==================== design 1
Figure 1. Routed metal, one colour a layer (design 1).
Only two layers are drawn.
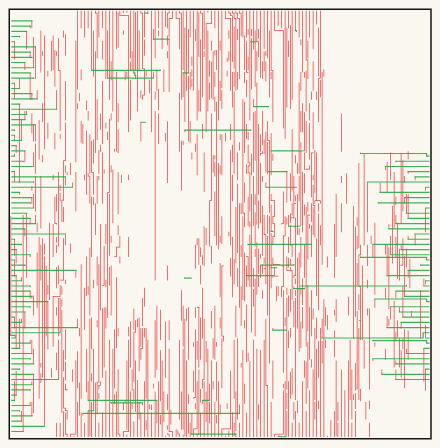

[src/rtl/mux_scan_nx1_if.sv]
// mux_scan_nx1_if: handshake/data bundle for the N:1 scanning mux.
//   din/sel/mode/start/out_ready : requester -> mux
//   dout/dout_ch/dout_valid      : registered output beat, mux -> consumer
//   busy/scan_done               : scan status, mux -> requester
// master = the side driving requests, slave = the mux itself.
interface mux_scan_nx1_if #(
  parameter int WIDTH    = 8,
  parameter int CHANNELS = 32,
  parameter int SEL_W    = 5
);
  logic [CHANNELS*WIDTH-1:0] din;
  logic [SEL_W-1:0]          sel;
  logic                      mode;
  logic                      start;
  logic                      out_ready;
  logic [WIDTH-1:0]          dout;
  logic [SEL_W-1:0]          dout_ch;
  logic                      dout_valid;
  logic                      busy;
  logic                      scan_done;

  modport master (
    output din, sel, mode, start, out_ready,
    input  dout, dout_ch, dout_valid, busy, scan_done
  );

  modport slave (
    input  din, sel, mode, start, out_ready,
    output dout, dout_ch, dout_valid, busy, scan_done
  );
endinterface

[src/rtl/mux_scan_nx1.sv]
// mux_scan_nx1: CHANNELS-to-1 mux with a registered, ready/valid output.
// Manual mode samples one channel (din[sel]) per start; scan mode walks
// channels 0..CHANNELS-1, one beat per accepted output.
// Ports:
//   clk       rising-edge clock
//   rst       asynchronous active-high reset
//   bus       mux_scan_nx1_if.slave (din, sel, mode, start, out_ready in;
//             dout, dout_ch, dout_valid, busy, scan_done out)
// Build option: define MUX_SCAN_EN to include scan mode (SCAN state,
// channel counter, busy, scan_done). Without it mode is ignored and
// busy/scan_done are tied low.
// SEL_W is expected to equal clog2(CHANNELS).
module mux_scan_nx1 #(
  parameter int WIDTH    = 8,
  parameter int CHANNELS = 32,
  parameter int SEL_W    = 5
) (
  input  logic           clk,
  input  logic           rst,
  mux_scan_nx1_if.slave  bus
);
  localparam int SLOTS = 2**SEL_W;

  // Channel table padded to the full select range; slots past CHANNELS
  // read as zero so an out-of-range index needs no separate compare.
  logic [WIDTH-1:0] ch_data [SLOTS];

  generate
    for (genvar k = 0; k < SLOTS; k++) begin : g_ch
      if (k < CHANNELS) begin : g_real
        assign ch_data[k] = bus.din[k*WIDTH +: WIDTH];
      end else begin : g_pad
        assign ch_data[k] = '0;
      end
    end
  endgenerate

  logic [WIDTH-1:0] dout_q;
  logic [SEL_W-1:0] dout_ch_q;
  logic             dout_valid_q;
  logic             load;

  // Output register may take a new beat when empty or being drained.
  assign load = !dout_valid_q || bus.out_ready;

  assign bus.dout       = dout_q;
  assign bus.dout_ch    = dout_ch_q;
  assign bus.dout_valid = dout_valid_q;

`ifdef MUX_SCAN_EN
  typedef enum logic {IDLE, SCAN} state_t;

  localparam logic [SEL_W-1:0] LAST_CH = SEL_W'(CHANNELS-1);

  state_t           state;
  logic [SEL_W-1:0] cnt;
  logic             last_q;  // current beat is the final beat of a scan

  always_ff @(posedge clk or posedge rst) begin
    if (rst) begin
      state        <= IDLE;
      cnt          <= '0;
      last_q       <= 1'b0;
      dout_q       <= '0;
      dout_ch_q    <= '0;
      dout_valid_q <= 1'b0;
    end else begin
      case (state)
        IDLE: begin
          if (bus.start && bus.mode) begin
            // Scan entry ignores load; first beat comes from SCAN.
            state <= SCAN;
            cnt   <= '0;
            if (load) begin
              dout_valid_q <= 1'b0;
              last_q       <= 1'b0;
            end
          end else if (bus.start && load) begin
            dout_q       <= ch_data[bus.sel];
            dout_ch_q    <= bus.sel;
            dout_valid_q <= 1'b1;
            last_q       <= 1'b0;
          end else if (load) begin
            dout_valid_q <= 1'b0;
            last_q       <= 1'b0;
          end
        end
        SCAN: begin
          // din is sampled here, at load time, so stalls see fresh data.
          if (load) begin
            dout_q       <= ch_data[cnt];
            dout_ch_q    <= cnt;
            dout_valid_q <= 1'b1;
            last_q       <= (cnt == LAST_CH);
            if (cnt == LAST_CH) state <= IDLE;
            else                cnt   <= cnt + 1'b1;
          end
        end
        default: state <= IDLE;
      endcase
    end
  end

  assign bus.busy      = (state == SCAN);
  // Pulses in the cycle the last scan beat is handed off.
  assign bus.scan_done = dout_valid_q && bus.out_ready && last_q;
`else
  logic unused_mode;
  assign unused_mode = bus.mode;

  always_ff @(posedge clk or posedge rst) begin
    if (rst) begin
      dout_q       <= '0;
      dout_ch_q    <= '0;
      dout_valid_q <= 1'b0;
    end else if (load) begin
      if (bus.start) begin
        dout_q       <= ch_data[bus.sel];
        dout_ch_q    <= bus.sel;
        dout_valid_q <= 1'b1;
      end else begin
        dout_valid_q <= 1'b0;
      end
    end
  end

  assign bus.busy      = 1'b0;
  assign bus.scan_done = 1'b0;
`endif
endmodule

[src/flat_wrapper.sv]
// flat-port wrapper written by rule: the top's interface ports become plain ports
module mux_scan_nx1_flat 
#(
  parameter int WIDTH    = 8,
  parameter int CHANNELS = 32,
  parameter int SEL_W    = 5
)
  (clk, rst, bus_din, bus_sel, bus_mode, bus_start, bus_out_ready, bus_dout, bus_dout_ch, bus_dout_valid, bus_busy, bus_scan_done);
  mux_scan_nx1_if #(.WIDTH(WIDTH), .CHANNELS(CHANNELS), .SEL_W(SEL_W)) bus_i ();
  input  logic clk;
  input  logic rst;
  input wire logic [$bits(bus_i.din)-1:0] bus_din;
  input wire logic [$bits(bus_i.sel)-1:0] bus_sel;
  input wire logic [$bits(bus_i.mode)-1:0] bus_mode;
  input wire logic [$bits(bus_i.start)-1:0] bus_start;
  input wire logic [$bits(bus_i.out_ready)-1:0] bus_out_ready;
  output wire logic [$bits(bus_i.dout)-1:0] bus_dout;
  output wire logic [$bits(bus_i.dout_ch)-1:0] bus_dout_ch;
  output wire logic [$bits(bus_i.dout_valid)-1:0] bus_dout_valid;
  output wire logic [$bits(bus_i.busy)-1:0] bus_busy;
  output wire logic [$bits(bus_i.scan_done)-1:0] bus_scan_done;
  assign bus_i.din = bus_din;
  assign bus_i.sel = bus_sel;
  assign bus_i.mode = bus_mode;
  assign bus_i.start = bus_start;
  assign bus_i.out_ready = bus_out_ready;
  assign bus_dout = bus_i.dout;
  assign bus_dout_ch = bus_i.dout_ch;
  assign bus_dout_valid = bus_i.dout_valid;
  assign bus_busy = bus_i.busy;
  assign bus_scan_done = bus_i.scan_done;
  mux_scan_nx1 #(.WIDTH(WIDTH), .CHANNELS(CHANNELS), .SEL_W(SEL_W)) u_core (.clk(clk), .rst(rst), .bus(bus_i));
endmodule
[config.mk]
export PLATFORM = sky130hd
export DESIGN_NAME = mux_scan_nx1_flat
export DESIGN_NICKNAME = d
export VERILOG_FILES = /design/src/rtl/mux_scan_nx1_if.sv /design/src/rtl/mux_scan_nx1.sv /design/src/flat_wrapper.sv
export SDC_FILE = /design/constraint.sdc
export NUM_CORES = 1
export LEC_CHECK = 0
export CAP_MARGIN = 20
export CORE_AREA = 2 2 108 110
export DETAILED_ROUTE_END_ITERATION = 8
export DIE_AREA = 0 0 110 112
export PLACE_DENSITY_LB_ADDON = 0.3
export SYNTH_ARGS = -nofsm -noshare
export SYNTH_HDL_FRONTEND = slang
export SYNTH_SLANG_ARGS = --single-unit
[constraint.sdc]
create_clock -name clk -period 1.4 [get_ports clk]
set_input_delay 0.28 -clock clk [delete_from_list [all_inputs] [get_ports clk]]
set_output_delay 0.28 -clock clk [all_outputs]
set_load 0.01 [all_outputs]
==================== design 2
### src/rtl/uart_pkg.sv
// Shared UART constants, state encoding and baud helper, common to the
// transmitter and the receiver so both sides agree on framing and timing.
package uart_pkg;

    localparam int DATA_BITS = 8;

    typedef enum logic [2:0] {
        IDLE,
        START,
        DATA,
        PARITY,
        STOP
    } UartState;

    // Integer truncation matches the receiver's bit timing exactly.
    function automatic int calcClksPerBit(input int sysClk, input int baudRate);
        return sysClk / baudRate;
    endfunction

endpackage

### src/rtl/uart_baud_gen.sv
// Bit-period timer: free-running 0..CLKS_PER_BIT-1 counter with a synchronous
// clear, producing a one-cycle bit_end tick on the last count of each period.
module uart_baud_gen #(
    parameter int CLKS_PER_BIT = 434
) (
    input  logic clk,
    input  logic rst,
    input  logic clear,
    output logic bit_end
);

    localparam int CNT_W = (CLKS_PER_BIT > 1) ? $clog2(CLKS_PER_BIT) : 1;
    localparam logic [CNT_W-1:0] LAST_COUNT = CNT_W'(CLKS_PER_BIT - 1);

    logic [CNT_W-1:0] baudCount_q;
    logic [CNT_W-1:0] baudCount_d;

    always_comb begin
        baudCount_d = baudCount_q;
        if (clear || (baudCount_q == LAST_COUNT)) begin
            baudCount_d = '0;
        end else begin
            baudCount_d = baudCount_q + CNT_W'(1);
        end
    end

    always_ff @(posedge clk) begin
        if (rst) begin
            baudCount_q <= '0;
        end else begin
            baudCount_q <= baudCount_d;
        end
    end

    assign bit_end = (baudCount_q == LAST_COUNT);

endmodule

### src/rtl/uart_tx.sv
// UART transmitter: one byte per request, LSB first, 8N1 framing on a registered line.
// Define UART_TX_PARITY_EN to insert an even-parity bit before the stop bit (8E1).
module uart_tx
    import uart_pkg::*;
#(
    parameter int SYS_CLK   = 50000000,
    parameter int BAUD_RATE = 115200
) (
    input  logic                 clk,
    input  logic                 rst,
    input  logic                 i_tx_start,
    input  logic [DATA_BITS-1:0] i_tx_d,
    output logic                 o_tx_d,
    output logic                 o_tx_busy,
    output logic                 o_tx_done
);

    localparam int CLKS_PER_BIT = calcClksPerBit(SYS_CLK, BAUD_RATE);
    localparam int BIT_CNT_W    = $clog2(DATA_BITS);
    localparam logic [BIT_CNT_W-1:0] LAST_BIT = BIT_CNT_W'(DATA_BITS - 1);

    UartState                 state_q;
    UartState                 state_d;
    logic [DATA_BITS-1:0]     shift_q;
    logic [DATA_BITS-1:0]     shift_d;
    logic [BIT_CNT_W-1:0]     bitCount_q;
    logic [BIT_CNT_W-1:0]     bitCount_d;
    logic                     txLine_q;
    logic                     txLine_d;
    logic                     busy_q;
    logic                     busy_d;
    logic                     done_q;
    logic                     done_d;
`ifdef UART_TX_PARITY_EN
    logic                     parity_q;
    logic                     parity_d;
`endif

    logic bitEnd;
    logic baudClear;

    // Holding the timer cleared while idle restarts every frame on a clean period.
    assign baudClear = (state_q == IDLE);

    uart_baud_gen #(
        .CLKS_PER_BIT(CLKS_PER_BIT)
    ) baudGen (
        .clk    (clk),
        .rst    (rst),
        .clear  (baudClear),
        .bit_end(bitEnd)
    );

    always_comb begin
        state_d    = state_q;
        shift_d    = shift_q;
        bitCount_d = bitCount_q;
`ifdef UART_TX_PARITY_EN
        parity_d   = parity_q;
`endif

        case (state_q)
            IDLE: begin
                if (i_tx_start) begin
                    shift_d    = i_tx_d;
                    bitCount_d = '0;
`ifdef UART_TX_PARITY_EN
                    parity_d   = ^i_tx_d;
`endif
                    state_d    = START;
                end
            end
            START: begin
                if (bitEnd) begin
                    state_d = DATA;
                end
            end
            DATA: begin
                if (bitEnd) begin
                    shift_d    = shift_q >> 1;
                    bitCount_d = bitCount_q + BIT_CNT_W'(1);
                    if (bitCount_q == LAST_BIT) begin
`ifdef UART_TX_PARITY_EN
                        state_d = PARITY;
`else
                        state_d = STOP;
`endif
                    end
                end
            end
`ifdef UART_TX_PARITY_EN
            PARITY: begin
                if (bitEnd) begin
                    state_d = STOP;
                end
            end
`endif
            STOP: begin
                if (bitEnd) begin
                    state_d = IDLE;
                end
            end
            default: begin
                state_d = IDLE;
            end
        endcase

        // Outputs are decoded from the next state so the registered line
        // changes on the same edge as the state itself.
        txLine_d = 1'b1;
        case (state_d)
            START:   txLine_d = 1'b0;
            DATA:    txLine_d = shift_d[0];
`ifdef UART_TX_PARITY_EN
            PARITY:  txLine_d = parity_q;
`endif
            default: txLine_d = 1'b1;
        endcase

        busy_d = (state_d != IDLE);
        done_d = (state_q == STOP) && bitEnd;
    end

    always_ff @(posedge clk) begin
        if (rst) begin
            state_q    <= IDLE;
            shift_q    <= '0;
            bitCount_q <= '0;
            txLine_q   <= 1'b1;
            busy_q     <= 1'b0;
            done_q     <= 1'b0;
`ifdef UART_TX_PARITY_EN
            parity_q   <= 1'b0;
`endif
        end else begin
            state_q    <= state_d;
            shift_q    <= shift_d;
            bitCount_q <= bitCount_d;
            txLine_q   <= txLine_d;
            busy_q     <= busy_d;
            done_q     <= done_d;
`ifdef UART_TX_PARITY_EN
            parity_q   <= parity_d;
`endif
        end
    end

    assign o_tx_d    = txLine_q;
    assign o_tx_busy = busy_q;
    assign o_tx_done = done_q;

endmodule

### config.mk
export PLATFORM = sky130hd
export DESIGN_NAME = uart_tx
export DESIGN_NICKNAME = d
export VERILOG_FILES = /design/src/rtl/uart_pkg.sv /design/src/rtl/uart_baud_gen.sv /design/src/rtl/uart_tx.sv
export SDC_FILE = /design/constraint.sdc
export NUM_CORES = 1
export LEC_CHECK = 0
export CORE_MARGIN = 2
export CORE_UTILIZATION = 40
export CTS_CLUSTER_SIZE = 28
export DETAILED_ROUTE_END_ITERATION = 8
export SYNTH_ARGS = -nofsm -noshare
export SYNTH_HDL_FRONTEND = slang
export SYNTH_SLANG_ARGS = --single-unit
### constraint.sdc
create_clock -name clk -period 3.64 [get_ports clk]
set_clock_uncertainty 0.15 [all_clocks]
set_input_delay 0.91 -clock clk [delete_from_list [all_inputs] [get_ports clk]]
set_output_delay 0.91 -clock clk [all_outputs]
set_load 0.02 [all_outputs]
==================== design 3
==> src/rtl/prco_fetch_seq.sv <==
// Instruction-sequencing front end for the prco core: owns the PC, runs the fetch
// handshake, pulses decode and waits for write-back retire before fetching again.
module prco_fetch_seq #(
    parameter int                PC_W     = 16,
    parameter int                INSTR_W  = 16,
    parameter logic [PC_W-1:0]   RESET_PC = '0,
    parameter int                CNT_W    = 16
) (
    input  logic               i_clk,
    input  logic               i_reset,
    input  logic               i_en,
    input  logic               i_step_mode,
    input  logic               i_step,
    output logic               o_mem_req,
    output logic [PC_W-1:0]    o_mem_addr,
    input  logic               i_mem_ack,
    input  logic [INSTR_W-1:0] i_mem_data,
    output logic               o_dec_ce,
    output logic [INSTR_W-1:0] o_dec_instr,
    output logic [PC_W-1:0]    o_dec_pc,
    input  logic               i_retire,
    input  logic               i_branch_en,
    input  logic [PC_W-1:0]    i_branch_target,
    input  logic               i_halt,
    output logic               q_halted,
    output logic [PC_W-1:0]    q_pc,
    output logic [CNT_W-1:0]   q_instr_count,
    output logic               q_debug_instr_clk,
    output logic [7:0]         q_debug
);

    typedef enum logic [1:0] {
        S_IDLE,
        S_FETCH,
        S_WAIT_RETIRE,
        S_HALTED
    } state_t;

    state_t             state, state_nx;
    logic [PC_W-1:0]    pc, pc_nx;
    logic               req_nx, ce_nx, halted_nx, dbg_clk_nx;
    logic [PC_W-1:0]    addr_nx, dec_pc_nx;
    logic [INSTR_W-1:0] dec_instr_nx;
    logic [CNT_W-1:0]   cnt_nx;
    logic               go;

    assign go = i_en && !i_halt && (!i_step_mode || i_step);

    always_comb begin
        // NOTE: every signal gets a default before the case so no latch is inferred.
        state_nx     = state;
        pc_nx        = pc;
        req_nx       = o_mem_req;
        addr_nx      = o_mem_addr;
        ce_nx        = 1'b0;
        dec_instr_nx = o_dec_instr;
        dec_pc_nx    = o_dec_pc;
        halted_nx    = q_halted;
        cnt_nx       = q_instr_count;
        dbg_clk_nx   = 1'b0;

        case (state)
            S_IDLE: begin
                if (i_halt) begin
                    state_nx  = S_HALTED;
                    halted_nx = 1'b1;
                end else if (go) begin
                    state_nx = S_FETCH;
                    req_nx   = 1'b1;
                    addr_nx  = pc;
                end
            end

            S_FETCH: begin
                // Halt and enable are deliberately ignored: a started fetch always completes.
                if (i_mem_ack) begin
                    state_nx     = S_WAIT_RETIRE;
                    dec_instr_nx = i_mem_data;
                    dec_pc_nx    = pc;
                    pc_nx        = pc + PC_W'(1);
                    req_nx       = 1'b0;
                    ce_nx        = 1'b1;
                end
            end

            S_WAIT_RETIRE: begin
                if (i_retire) begin
                    cnt_nx     = q_instr_count + CNT_W'(1);
                    dbg_clk_nx = 1'b1;
                    if (i_branch_en)
                        pc_nx = i_branch_target;

                    if (i_halt) begin
                        state_nx  = S_HALTED;
                        halted_nx = 1'b1;
                    end else if (i_step_mode) begin
                        state_nx = S_IDLE;
                    end else if (i_en) begin
                        state_nx = S_FETCH;
                        req_nx   = 1'b1;
                        addr_nx  = pc_nx;
                    end else begin
                        state_nx = S_IDLE;
                    end
                end
            end

            S_HALTED: begin
                halted_nx = 1'b1;
            end

            default: begin
                state_nx = S_IDLE;
            end
        endcase
    end

    always_ff @(posedge i_clk or posedge i_reset) begin
        if (i_reset) begin
            state             <= S_IDLE;
            pc                <= RESET_PC;
            o_mem_req         <= 1'b0;
            o_mem_addr        <= RESET_PC;
            o_dec_ce          <= 1'b0;
            o_dec_instr       <= '0;
            o_dec_pc          <= '0;
            q_halted          <= 1'b0;
            q_instr_count     <= '0;
            q_debug_instr_clk <= 1'b0;
        end else begin
            // NOTE: non-blocking assignments here so all state updates see pre-edge values.
            state             <= state_nx;
            pc                <= pc_nx;
            o_mem_req         <= req_nx;
            o_mem_addr        <= addr_nx;
            o_dec_ce          <= ce_nx;
            o_dec_instr       <= dec_instr_nx;
            o_dec_pc          <= dec_pc_nx;
            q_halted          <= halted_nx;
            q_instr_count     <= cnt_nx;
            q_debug_instr_clk <= dbg_clk_nx;
        end
    end

    assign q_pc = pc;

    generate
        if (CNT_W >= 8) begin : g_dbg_trunc
            assign q_debug = q_instr_count[7:0];
        end else begin : g_dbg_ext
            assign q_debug = {{(8-CNT_W){1'b0}}, q_instr_count};
        end
    endgenerate

endmodule

==> config.mk <==
export PLATFORM = sky130hd
export DESIGN_NAME = prco_fetch_seq
export DESIGN_NICKNAME = d
export VERILOG_FILES = /design/src/rtl/prco_fetch_seq.sv
export SDC_FILE = /design/constraint.sdc
export NUM_CORES = 1
export LEC_CHECK = 0
export CAP_MARGIN = 40
export CORE_UTILIZATION = 35
export DETAILED_ROUTE_END_ITERATION = 10
export SLEW_MARGIN = 20
export SYNTH_ARGS = -nofsm -noshare
export SYNTH_HDL_FRONTEND = slang
export SYNTH_SLANG_ARGS = --single-unit
==> constraint.sdc <==
create_clock -name i_clk -period 3.1 [get_ports i_clk]
set_input_delay 0.31 -clock i_clk [delete_from_list [all_inputs] [get_ports i_clk]]
set_output_delay 0.31 -clock i_clk [all_outputs]
set_load 0.01 [all_outputs]
Figure 2. Clock routing (design 2).
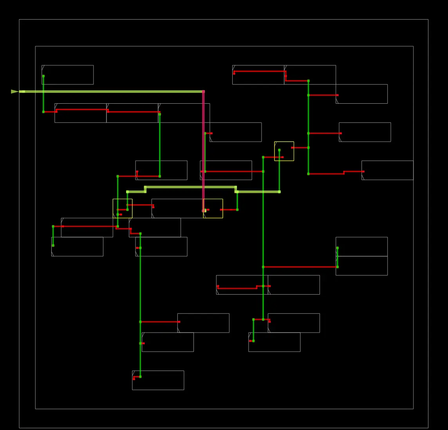
Latency at later pin: 0.32 ns
clk_buf instances: 3

==> Changelog: implementation, design 2 <==
### Implementation results

* Status: complete, no violations
* Hold depth at 2
* Std-Cell Rows at 19
* HP Start: shift_q[2]
* P per Cell Area at 355.1 nW/um^2
* Placement Setup Slack at 1.032 ns
* Endpoints failing setup at 0
* Share of the yosys chip area belonging to registers at 44.26%
* Largest regs: baudGen.baudCount_q x9, shift_q x8
* CTS tree: built
* Top Layout Cells: dfxtp_1, nand2_1, clkdlybuf4s50_1
* Lkg Pwr at 0.4537 nW
* Top routing layer in use: met4
* Most instantiated logic cell after routing: dfxtp_1
* Top area contributor share at 44.26%
* Delay-heaviest family, CP: buffers and inverters
* Iteration-0 DRC Markers at 24
* Vias in the first global route at 799
* Ys flops at 26
* Flops at 26
* Layout non-clock buf frac at 9.914%
* Mean Syn Cell Area at 9.189 sq um
* Share of layout cells above drive strength 1 at 13.33%
* Clock Path Buffers at 2
* RR Startpoint: baudGen.baudCount_q[1]
* Tapcells at 31
* Mux share at 0.8511%
* Nonclk inv count at 3
* Clock Sink Count at 26
* Critical path, cell by cell: clkdlybuf4s50_1
* Total grt overflow at 0
* Chip Width at 58.23 um
* CTS root buffer: clkbuf_4
* Cell total in the yosys stat output at 128
* Setup bufs post-CTS at 0
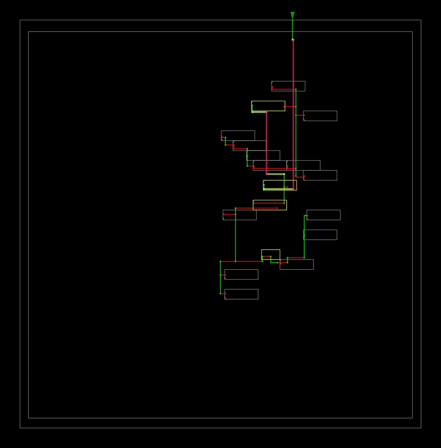
Figure 3: design 1, clock routing.
Flops: 14
Latency at later pin: 0.25 ns
Inserted Clock Buffers: 3
Clock Sink Count: 14
Clock Skew: 0.005176 ns

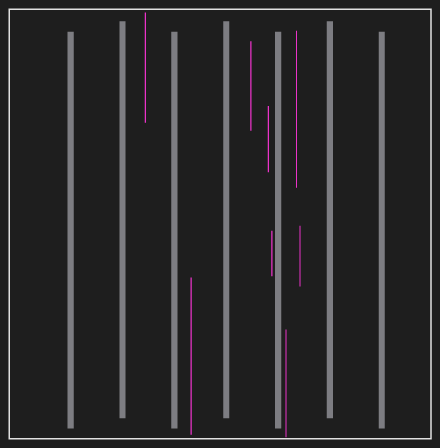
Figure 4: design 1, the metal 4 layer.
Supply wires on this layer in grey.
8 nets have wire on it. The longest straight run is 40.8 um.

Notes on Figure 1 above:
Key: green = met3 [wire length 999 um]; red = met2 [wire length 7720 um]

==> Changelog: implementation, design 1 <==
### Implementation results

* Clk_buf instances at 4
* Buffers & Inverters on Critical Path at 1
* ANT nets after route at 0
* Routability cong. at 0.9792
* Worst setup margin at -0.06847 ns
* Sequential share of power at 17.2%
* Drt total wl at 14070 um
* Relative slew slack at 63.08%
* Status: finished, violations left
* Endpoints failing setup at 6
* Via count at 3427
* Seq group at 516 uW
* CP max stage delay at 0.47 ns
* # diodes at 0
* Layout non-clock buf frac at 51.69%
* Final Non-Filler Cells at 687
* First-pass GRT wire length at 20360 um
* Nonclk inv count at 1
* Final hold viol count at 0
* Setup bufs post-CTS at 4
* Violated checks: setup timing
* Drt pass-1 iters at 4
* Flop share of the area at 5.541%
* Synth Cell Area at 2670 sq um
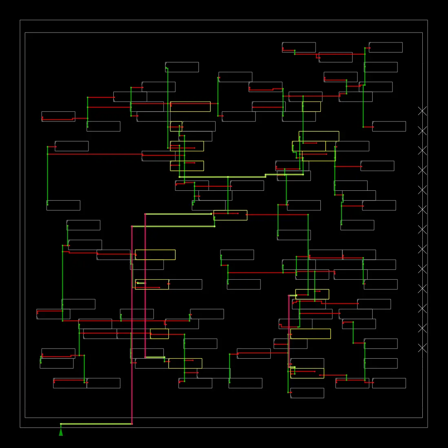
Figure 5: design 3, clock routing.
Clock Skew: 0.007426 ns
Power Clock: 1.36 mW

==> Changelog: implementation, design 3 <==
### Implementation results

* Status: finished, violations left
* Violated checks: DRC
* Hpwl dp at 7253 um
* Die span in y at 112.3 um
* Max Cap Violations at 0
* Required @ worst endpoint at 3.32 ns
* Top routing layer in use: met4
* Comb group at 2.76 mW
* Mux share at 18.29%
* Cell Area, Placed at 5629 sq um
* Wire per inst at 16.55 um
* Sequential share of power at 31.4%
* Nets at 516
* Cycle use final at 70.18%
* Asr flop ratio synth at 100.0%
* Number of fill cells in the layout at 1093
* Critical path data arrival time at 2.39 ns
* Vias in the first global route at 3247
* M3 GR Usage at 4.320%
* RR Startpoint: state[0]
* Buffers & Inverters on Critical Path at 1
* Port Buffer Count at 132
* Met2 Resource Use GR at 26.42%
* Post-cts sizing count at 0
* Post-Synth AOI/OAI Area at 10.06%
* Finished Core Util at 51.76%
* Mean Syn Cell Area at 12.37 sq um
* Switching power at 1.996 mW
* P per Cell Area at 1000 nW/um^2
* Most used routing layer in global routing: met2
* Layout non-clock buf frac at 22.56%
* Yosys chip area at 4255 sq um
* Final Instance Area at 6011 sq um
* WS Path Type: flop to flop
* CTS root buffer: clkbuf_16
* Area of the core at 11610 sq um
* Routability cong. at 0.7989
* Post-route DRC at 13
* Hold slack at 0.3456 ns
* Tool Warnings at 30
* Most instantiated logic cell after routing: clkdlybuf4s50_1
* Chip Width at 112.3 um
* RSZ-0062 raised after global routing: false
* Synth Cell Area at 4255 sq um
* Internal power at 4.015 mW
* I/O Pins at 133
* Clk pwr share at 22.6%
* Logic family by area: multiplexers
* Register area at 2152 sq um
* Global Route met1 Usage at 24.16%
* Mapped Nets at 392
* Top Layout Cells: clkdlybuf4s50_1, dfrtp_1, mux2_2
* Clock Path Buffers at 2
* Final Non-Filler Cells at 616
* VDD IR max at 0.0004495 V
* Total grt overflow at 0
* # diodes at 0
* Most frequent cell after synthesis: dfrtp_1
* Hold-fix buffers, CTS at 0
* Share of layout cells above drive strength 1 at 20.72%
* Dpl cells at 600
* Flops at 86
* Tmin final at 2.175 ns
* Most frequent cells after synthesis: dfrtp_1, mux2_2, nand2_1
* Multi-input comb cells at 225
* Latency at later pin at 0.34 ns
* CTS clk-pin slew, worst paths at 0.06 ns
* Critical Path End: o_mem_addr[11]
* Reg2Reg Capture Point: o_mem_addr[11]

==================== design 4
File: config.mk
export PLATFORM = sky130hd
export DESIGN_NAME = bcd_converter_seq
export DESIGN_NICKNAME = d
export VERILOG_FILES = /design/src/rtl/bcd_pkg.sv /design/src/rtl/dabble_adjust.sv /design/src/rtl/bcd_converter_seq.sv
export SDC_FILE = /design/constraint.sdc
export NUM_CORES = 1
export LEC_CHECK = 0
export CAP_MARGIN = 15
export CORE_ASPECT_RATIO = 1.2
export CORE_MARGIN = 5
export CORE_UTILIZATION = 50
export CTS_BUF_LIST = sky130_fd_sc_hd__clkbuf_16
export DETAILED_ROUTE_END_ITERATION = 8
export PLACE_DENSITY = 0.8
export SLEW_MARGIN = 20
export SYNTH_ARGS = -nofsm -noshare
export SYNTH_HDL_FRONTEND = slang
export SYNTH_HIERARCHICAL = 1
export SYNTH_SLANG_ARGS = --single-unit
File: constraint.sdc
create_clock -name clk -period 3.5 [get_ports clk]
set_clock_uncertainty 0.2 [all_clocks]
set_input_delay 0.7 -clock clk [delete_from_list [all_inputs] [get_ports clk]]
set_output_delay 0.7 -clock clk [all_outputs]
set_load 0.01 [all_outputs]
File: src/rtl/bcd_pkg.sv
// rtl/bcd_pkg.sv - shared types and helpers for the sequential binary-to-BCD converter
package bcd_pkg;

    typedef enum logic [1:0] {
        IDLE  = 2'd0,
        SHIFT = 2'd1,
        LOAD  = 2'd2
    } state_e;

    localparam int DEFAULT_DIGITS = 4;

    function automatic logic [3:0] add3_if_ge5(input logic [3:0] nibble);
        return (nibble >= 4'd5) ? nibble + 4'd3 : nibble;
    endfunction

endpackage

File: src/rtl/dabble_adjust.sv
// rtl/dabble_adjust.sv - parallel add-3 correction of every BCD nibble before a shift
module dabble_adjust
    import bcd_pkg::*;
#(
    parameter int DIGITS = DEFAULT_DIGITS
) (
    input  logic [4*DIGITS-1:0] scratch_i,
    output logic [4*DIGITS-1:0] adjusted_o
);

    for (genvar g = 0; g < DIGITS; g++) begin : g_nibble
        assign adjusted_o[4*g +: 4] = add3_if_ge5(scratch_i[4*g +: 4]);
    end

endmodule

File: src/rtl/bcd_converter_seq.sv
// rtl/bcd_converter_seq.sv - iterative double-dabble converter, one input bit per clock, with clamping
module bcd_converter_seq
    import bcd_pkg::*;
#(
    parameter int IN_WIDTH  = 16,
    parameter int DIGITS    = DEFAULT_DIGITS,
    parameter int SAT_VALUE = 10**DIGITS - 1,
    parameter int CLAMP_NEG = 1
) (
    input  logic                  clk,
    input  logic                  reset,
    input  logic                  start,
    input  logic [IN_WIDTH-1:0]   bin_in,
    output logic                  busy,
    output logic                  done,
    output logic [4*DIGITS-1:0]   bcd_out,
    output logic                  overflow,
    output logic                  underflow
);

    localparam int CW = $clog2(IN_WIDTH + 1);
    localparam int SW = 4 * DIGITS;
    localparam logic [IN_WIDTH-1:0] SAT_BIN = IN_WIDTH'(SAT_VALUE);

    state_e              state_q, state_d;
    logic [IN_WIDTH-1:0] bin_q, bin_d;
    logic [SW-1:0]       scratch_q, scratch_d;
    logic [SW-1:0]       adjusted;
    logic [CW-1:0]       cnt_q, cnt_d;
    logic                ovf_pend_q, ovf_pend_d;
    logic                unf_pend_q, unf_pend_d;
    logic [SW-1:0]       bcd_q, bcd_d;
    logic                ovf_q, ovf_d;
    logic                unf_q, unf_d;
    logic                done_q, done_d;

    logic [IN_WIDTH-1:0] clamped;
    logic                clamp_ovf, clamp_unf;

    dabble_adjust #(.DIGITS(DIGITS)) u_adjust (
        .scratch_i  (scratch_q),
        .adjusted_o (adjusted)
    );

    // Negative-wrap check wins over saturation so an underflowed subtraction reads 0, not 9999.
    always_comb begin
        clamped   = bin_in;
        clamp_ovf = 1'b0;
        clamp_unf = 1'b0;
        if ((CLAMP_NEG != 0) && bin_in[IN_WIDTH-1]) begin
            clamped   = '0;
            clamp_unf = 1'b1;
        end else if (bin_in > SAT_BIN) begin
            clamped   = SAT_BIN;
            clamp_ovf = 1'b1;
        end
    end

    always_comb begin
        state_d    = state_q;
        bin_d      = bin_q;
        scratch_d  = scratch_q;
        cnt_d      = cnt_q;
        ovf_pend_d = ovf_pend_q;
        unf_pend_d = unf_pend_q;
        bcd_d      = bcd_q;
        ovf_d      = ovf_q;
        unf_d      = unf_q;
        done_d     = 1'b0;
        unique case (state_q)
            IDLE: begin
                if (start) begin
                    bin_d      = clamped;
                    scratch_d  = '0;
                    cnt_d      = CW'(IN_WIDTH);
                    ovf_pend_d = clamp_ovf;
                    unf_pend_d = clamp_unf;
                    state_d    = SHIFT;
                end
            end
            SHIFT: begin
                {scratch_d, bin_d} = {adjusted[SW-2:0], bin_q, 1'b0};
                cnt_d = cnt_q - CW'(1);
                if (cnt_q == CW'(1)) begin
                    state_d = LOAD;
                end
            end
            LOAD: begin
                bcd_d   = scratch_q;
                ovf_d   = ovf_pend_q;
                unf_d   = unf_pend_q;
                done_d  = 1'b1;
                state_d = IDLE;
            end
            default: state_d = IDLE;
        endcase
    end

    always_ff @(posedge clk) begin
        if (reset) begin
            state_q    <= IDLE;
            bin_q      <= '0;
            scratch_q  <= '0;
            cnt_q      <= '0;
            ovf_pend_q <= 1'b0;
            unf_pend_q <= 1'b0;
            bcd_q      <= '0;
            ovf_q      <= 1'b0;
            unf_q      <= 1'b0;
            done_q     <= 1'b0;
        end else begin
            state_q    <= state_d;
            bin_q      <= bin_d;
            scratch_q  <= scratch_d;
            cnt_q      <= cnt_d;
            ovf_pend_q <= ovf_pend_d;
            unf_pend_q <= unf_pend_d;
            bcd_q      <= bcd_d;
            ovf_q      <= ovf_d;
            unf_q      <= unf_d;
            done_q     <= done_d;
        end
    end

    assign busy      = (state_q != IDLE);
    assign done      = done_q;
    assign bcd_out   = bcd_q;
    assign overflow  = ovf_q;
    assign underflow = unf_q;

endmodule

==================== design 5
===== config.mk =====
export PLATFORM = sky130hd
export DESIGN_NAME = innings_ctrl
export DESIGN_NICKNAME = d
export VERILOG_FILES = /design/src/rtl/cricket_pkg.sv /design/src/rtl/crease_tracker.sv /design/src/rtl/innings_ctrl.sv
export SDC_FILE = /design/constraint.sdc
export NUM_CORES = 1
export LEC_CHECK = 0
export ABC_AREA = 1
export CAP_MARGIN = 25
export CORE_ASPECT_RATIO = 1.1
export CORE_UTILIZATION = 51
export DETAILED_ROUTE_END_ITERATION = 10
export PLACE_DENSITY_LB_ADDON = 0.25
export SYNTH_ARGS = -nofsm -noshare
export SYNTH_HDL_FRONTEND = slang
export SYNTH_SLANG_ARGS = --single-unit

===== constraint.sdc =====
create_clock -name clk -period 2.2 [get_ports clk]
set_input_delay 0.33 -clock clk [delete_from_list [all_inputs] [get_ports clk]]
set_output_delay 0.33 -clock clk [all_outputs]
set_load 0.02 [all_outputs]

===== src/rtl/cricket_pkg.sv =====
// cricket_pkg: event codes, sequencer states and result encodings for the scoreboard
package cricket_pkg;
    localparam logic [2:0] EV_DOT   = 3'd0;
    localparam logic [2:0] EV_ONE   = 3'd1;
    localparam logic [2:0] EV_TWO   = 3'd2;
    localparam logic [2:0] EV_THREE = 3'd3;
    localparam logic [2:0] EV_FOUR  = 3'd4;
    localparam logic [2:0] EV_WIDE  = 3'd5;
    localparam logic [2:0] EV_SIX   = 3'd6;
    localparam logic [2:0] EV_WKT   = 3'd7;

    typedef enum logic [2:0] {
        IDLE   = 3'd0,
        PLAY   = 3'd1,
        ISSUE  = 3'd2,
        SETTLE = 3'd3,
        CHECK  = 3'd4,
        BREAK  = 3'd5,
        DONE   = 3'd6
    } state_t;

    localparam logic [1:0] RES_NONE = 2'd0;
    localparam logic [1:0] RES_T1   = 2'd1;
    localparam logic [1:0] RES_T2   = 2'd2;
    localparam logic [1:0] RES_TIE  = 2'd3;

    localparam int BALLS_PER_OVER = 6;
endpackage


===== src/rtl/crease_tracker.sv =====
// crease_tracker: batter ids at each end, with run swaps, wicket replacement and over-end swap
module crease_tracker
    import cricket_pkg::*;
(
    input  logic       clk,
    input  logic       reset,
    input  logic       init,
    input  logic       ev,
    input  logic [2:0] code,
    input  logic       ovr,
    input  logic [3:0] wickets,
    output logic [3:0] striker,
    output logic [3:0] non_striker
);
    logic       run_swap;
    logic [3:0] s_ev, n_ev;

    assign run_swap = code == EV_ONE || code == EV_THREE;

    // wickets is the pre-ball count, so the next unused id is wickets + 2
    always_comb begin
        s_ev = run_swap ? non_striker : striker;
        n_ev = run_swap ? striker : non_striker;
        if (code == EV_WKT) s_ev = wickets + 4'd2;
    end

    always_ff @(posedge clk or posedge reset) begin
        if (reset) begin
            striker     <= 4'd0;
            non_striker <= 4'd1;
        end else if (init) begin
            striker     <= 4'd0;
            non_striker <= 4'd1;
        end else if (ev) begin
            striker     <= ovr ? n_ev : s_ev;
            non_striker <= ovr ? s_ev : n_ev;
        end
    end
endmodule


===== src/rtl/innings_ctrl.sv =====
// innings_ctrl: match sequencer forwarding scorer events to the datapath and applying match rules
module innings_ctrl
    import cricket_pkg::*;
#(
    parameter int MAX_OVERS = 5,
    parameter int MAX_WKTS  = 10,
    parameter int SCORE_W   = 7
) (
    input  logic               clk,
    input  logic               reset,
    input  logic               start,
    input  logic               ev_valid,
    input  logic [2:0]         ev_code,
    output logic               ev_ready,
    input  logic [SCORE_W-1:0] ds_score,
    output logic               ds_valid,
    output logic [2:0]         ds_code,
    output logic               ds_clear,
    output logic               innings,
    output logic [2:0]         overs,
    output logic [2:0]         balls,
    output logic [3:0]         wickets,
    output logic [3:0]         striker,
    output logic [3:0]         non_striker,
    output logic [SCORE_W:0]   target,
    output logic               over_end,
    output logic [2:0]         phase,
    output logic [1:0]         result
);
    localparam int TW = SCORE_W + 1;

    state_t        state, state_nxt;
    logic [2:0]    code_q;
    logic          accept, legal, wkt, ovr, init, end_inn;
    logic [TW-1:0] sc;

    assign sc       = {1'b0, ds_score};
    assign accept   = ev_ready & ev_valid;
    assign legal    = ev_code != EV_WIDE;
    assign wkt      = ev_code == EV_WKT;
    assign ovr      = legal && balls == 3'(BALLS_PER_OVER - 1);
    assign end_inn  = wickets == 4'(MAX_WKTS) || overs == 3'(MAX_OVERS) || (innings && sc >= target);
    assign ds_valid = state == ISSUE;
    assign ds_code  = code_q;
    assign ds_clear = init;
    assign phase    = state;

    always_ff @(posedge clk or posedge reset) begin
        if (reset) state <= IDLE;
        else       state <= state_nxt;
    end

    always_comb begin
        state_nxt = state;
        ev_ready  = 1'b0;
        init      = 1'b0;
        case (state)
            IDLE, BREAK: if (start) begin
                init      = 1'b1;
                state_nxt = PLAY;
            end
            PLAY: begin
                ev_ready = 1'b1;
                if (ev_valid) state_nxt = ISSUE;
            end
            ISSUE:   state_nxt = SETTLE;
            SETTLE:  state_nxt = CHECK;
            CHECK:   state_nxt = !end_inn ? PLAY : innings ? DONE : BREAK;
            default: state_nxt = state;
        endcase
    end

    always_ff @(posedge clk or posedge reset) begin
        if (reset) begin
            code_q   <= 3'd0;
            innings  <= 1'b0;
            overs    <= 3'd0;
            balls    <= 3'd0;
            wickets  <= 4'd0;
            target   <= '0;
            result   <= RES_NONE;
            over_end <= 1'b0;
        end else begin
            over_end <= accept & ovr;
            if (accept) begin
                code_q  <= ev_code;
                balls   <= ovr ? 3'd0 : balls + {2'b0, legal};
                overs   <= overs + {2'b0, ovr};
                wickets <= wickets + {3'b0, wkt};
            end
            if (init) begin
                overs   <= 3'd0;
                balls   <= 3'd0;
                wickets <= 4'd0;
                innings <= state == BREAK;
            end
            // score settled by now, so the end-of-innings decision uses the final total
            if (state == CHECK && end_inn) begin
                if (!innings) target <= sc + TW'(1);
                else          result <= sc >= target ? RES_T2 : sc == target - TW'(1) ? RES_TIE : RES_T1;
            end
        end
    end

    crease_tracker u_crease (
        .clk        (clk),
        .reset      (reset),
        .init       (init),
        .ev         (accept),
        .code       (ev_code),
        .ovr        (ovr),
        .wickets    (wickets),
        .striker    (striker),
        .non_striker(non_striker)
    );
endmodule


Figure 6. Routed metal, one colour a layer (design 5).
Only two layers are drawn.
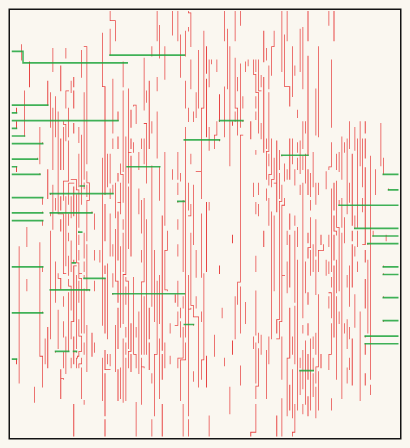
Key: green = met3 [wire length 230 um]; red = met2 [wire length 3060 um]
via count: 2376
wire per inst: 12.63 um
GRT Overall Usage: 24.68%
drt total wl: 5747 um

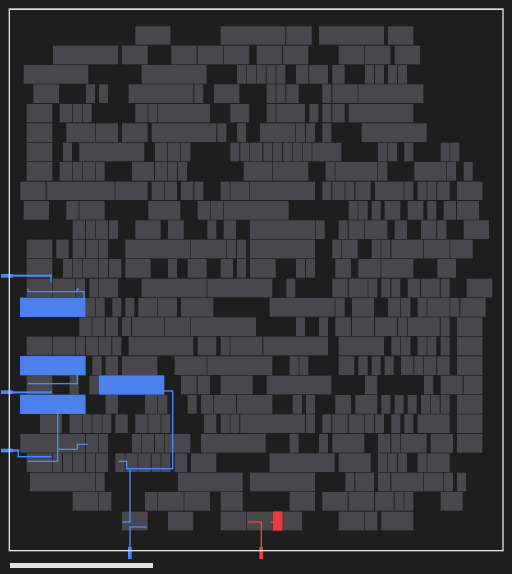
Figure 7: design 5, nets reached from selected ports.
Bar = 20 um.
Key: red = reset [direction input, end cells 1, buffers 1, wire 6.00 um]; blue = striker [direction output, end cells 4, buffers 4, wire 91.4 um]
I/O Pins: 53
Port Buffer Count: 52

==> Changelog: implementation, design 5 <==
### Implementation results

* Multi-input comb cells at 239
* Combinational gate area at 1373 sq um
* Critical path origin: phase[2]
* Required @ worst endpoint at 1.87 ns
* Met3 WL post-DR at 230 um
* Synth Flop Type: dfrtp_1
* Vias in the first global route at 2311
* Tightest Pin Transition at 0.4560 ns
* Slew Viols, Final at 0
* CP max stage delay at 0.60 ns
* Total die size at 5216 sq um
* Flops at 36
* Clock Path Buffers at 2
* Nonclk inv count at 51
* Yosys cell types at 38
* Clock Skew at 0.003996 ns
* RSZ-0062 raised after global routing: false
* Mux share at 0%
* Most instantiated logic cell after routing: nand2_1
* YS warnings at 0
* # diodes at 0
* Finished Core Util at 69.39%
* VDD IR max at 0.0003642 V
* Most used routing layer in global routing: met2
* Status: complete, no violations
* Share of layout cells above drive strength 1 at 11.78%
* Initial Util at 53.69%
* Internal power at 1.032 mW
* Area growth, synth to finish at 29.25%
* Dpl cells at 447
* Chip Width at 68.96 um
* RR Startpoint: target[2]
* Ys flops at 36
* M3 GR Usage at 4.042%
* Comb group at 230 uW
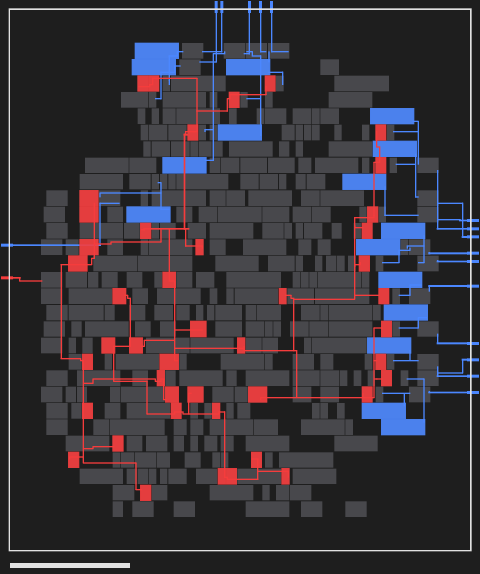
Figure 8: design 4, nets reached from selected ports.
Bar = 20 um.
Key: red = reset [direction input, end cells 44, buffers 3, wire 411 um]; blue = bcd_out [direction output, end cells 16, buffers 16, wire 310 um]
I/O Pins: 39
Port Buffer Count: 38

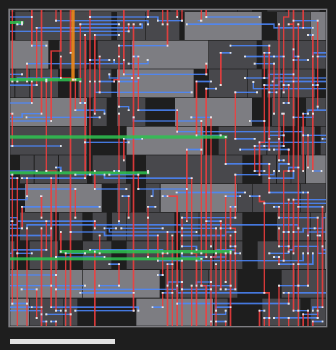
Figure 9: design 4, close-up of the layout.
Bar = 10 um. Window x 23 to 53, y 30 to 60 um. Cells in grey, sequential cells in the stronger grey; small squares are vias.
Key: blue = met1; red = met2; green = met3; orange = met4
74 logic cells have their middle in the window. Netlist names of flops here include bin_q (4), cnt_q (4), scratch_q (3). Sequential cells in the window: 12. Most frequent: dfxtp_1 (12), a22o_1 (9), nor2_1 (9).

==> Changelog: implementation, design 4 <==
### Implementation results

* Status: complete, no violations
* Htree depth at 3
* WS Path Type: input port to flop
* Critical path, cell by cell: clkdlybuf4s50_1 > or3b_1 > or3_1 > nor3_4 > o2bb2ai_1
* Non-clock buffer count at 44
* R2r worst-path depth at 5
* Wire per inst at 13.59 um
* Sequential share of power at 45.5%
* Dpl cells at 392
* Final Non-Filler Cells at 408
* Relative slew slack at 51.64%
* Critical Path Stages at 5
* Met2 Resource Use GR at 29.57%
* CTS root buffer: clkbuf_16
* Flop share of the area at 36.28%
* # diodes at 0
* Post-route DRC at 0
* ANT nets after route at 0
* Fmax achieved at 0.3990 GHz
* Largest net degree at the start of global routing at 25
* Hold slack at 0.2509 ns
* Global Route met1 Usage at 18.51%
* TNS Setup at 0 ns
* Reg2Reg Capture Point: state_q[1]
* Initial Util at 50.69%
* Top Layout Cells: dfxtp_1, nand2_1, clkdlybuf4s50_1
* Iteration-0 DRC Markers at 86
* VDD IR max at 0.0003190 V
* R2R Setup Slk at 1.37 ns
* Top routing layer in use: met4
* First-pass GRT wire length at 9618 um


==> notes/layouts.md <==
Pictures saved along the way, in no particular order.

Close-up of the layout.
shot_01.png
Bar = 10 um. Window x 40 to 70, y 41 to 71 um. Cells in grey, sequential cells in the stronger grey; small squares are vias.
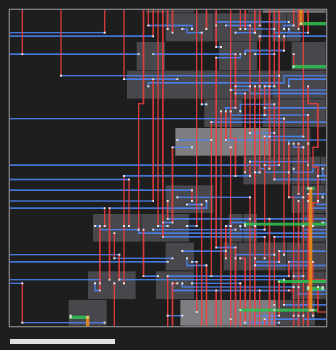
shot_02.png
Bar = 10 um. Window x 41 to 71, y 41 to 71 um. Cells in grey, sequential cells in the stronger grey; small squares are vias.
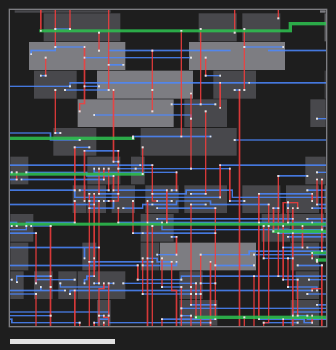
shot_03.png
Bar = 10 um. Window x 19 to 49, y 23 to 53 um. Cells in grey, sequential cells in the stronger grey; small squares are vias.
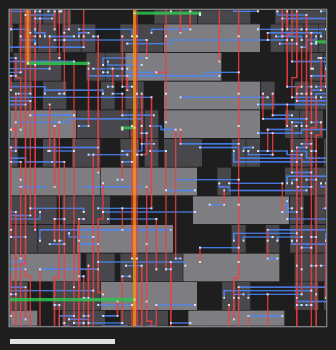
shot_04.png
Bar = 10 um. Window x 14 to 44, y 14 to 44 um. Cells in grey, sequential cells in the stronger grey; small squares are vias.
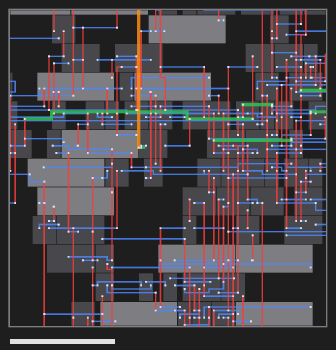
Of these, smallest die: shot_04.png
shot_02.png is design 3.
shot_01.png is design 1.
shot_03.png is design 5.
shot_04.png is design 2.

Key to shot_02.png:
Key: red = met2; blue = met1; green = met3
Most frequent: mux2_2 (5), dfrtp_1 (5), clkdlybuf4s50_1 (4). 39 logic cells have their middle in the window. Netlist names of flops here include o_mem_addr (3), q_pc (2). Sequential cells in the window: 5.


==> gallery <==
M1 wires.
Supply wires on this layer in grey.
Plate I
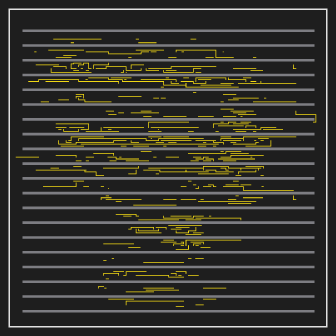
Plate II
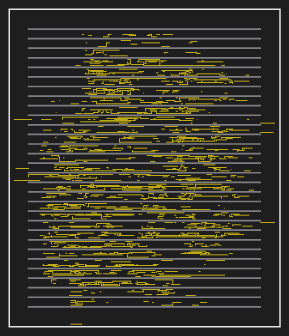
Plate III
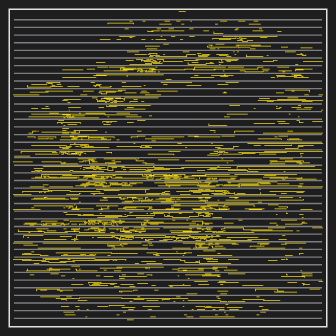
Plate IV
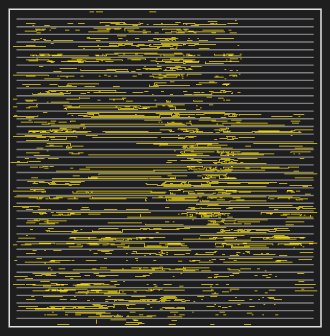
Plate V
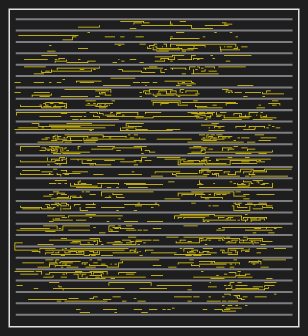
Plate V is design 5.
Plate III is design 3.
Plate I is design 2.
Plate II is design 4.
Plate IV is design 1.

Key to Plate V:
385 nets have wire on it. The layer carries 2370 um of wire. The layer holds 41% of the routed length. The longest straight run is 18.9 um. The wires run mostly horizontal.

Power is estimated from default activity; no workload was simulated.
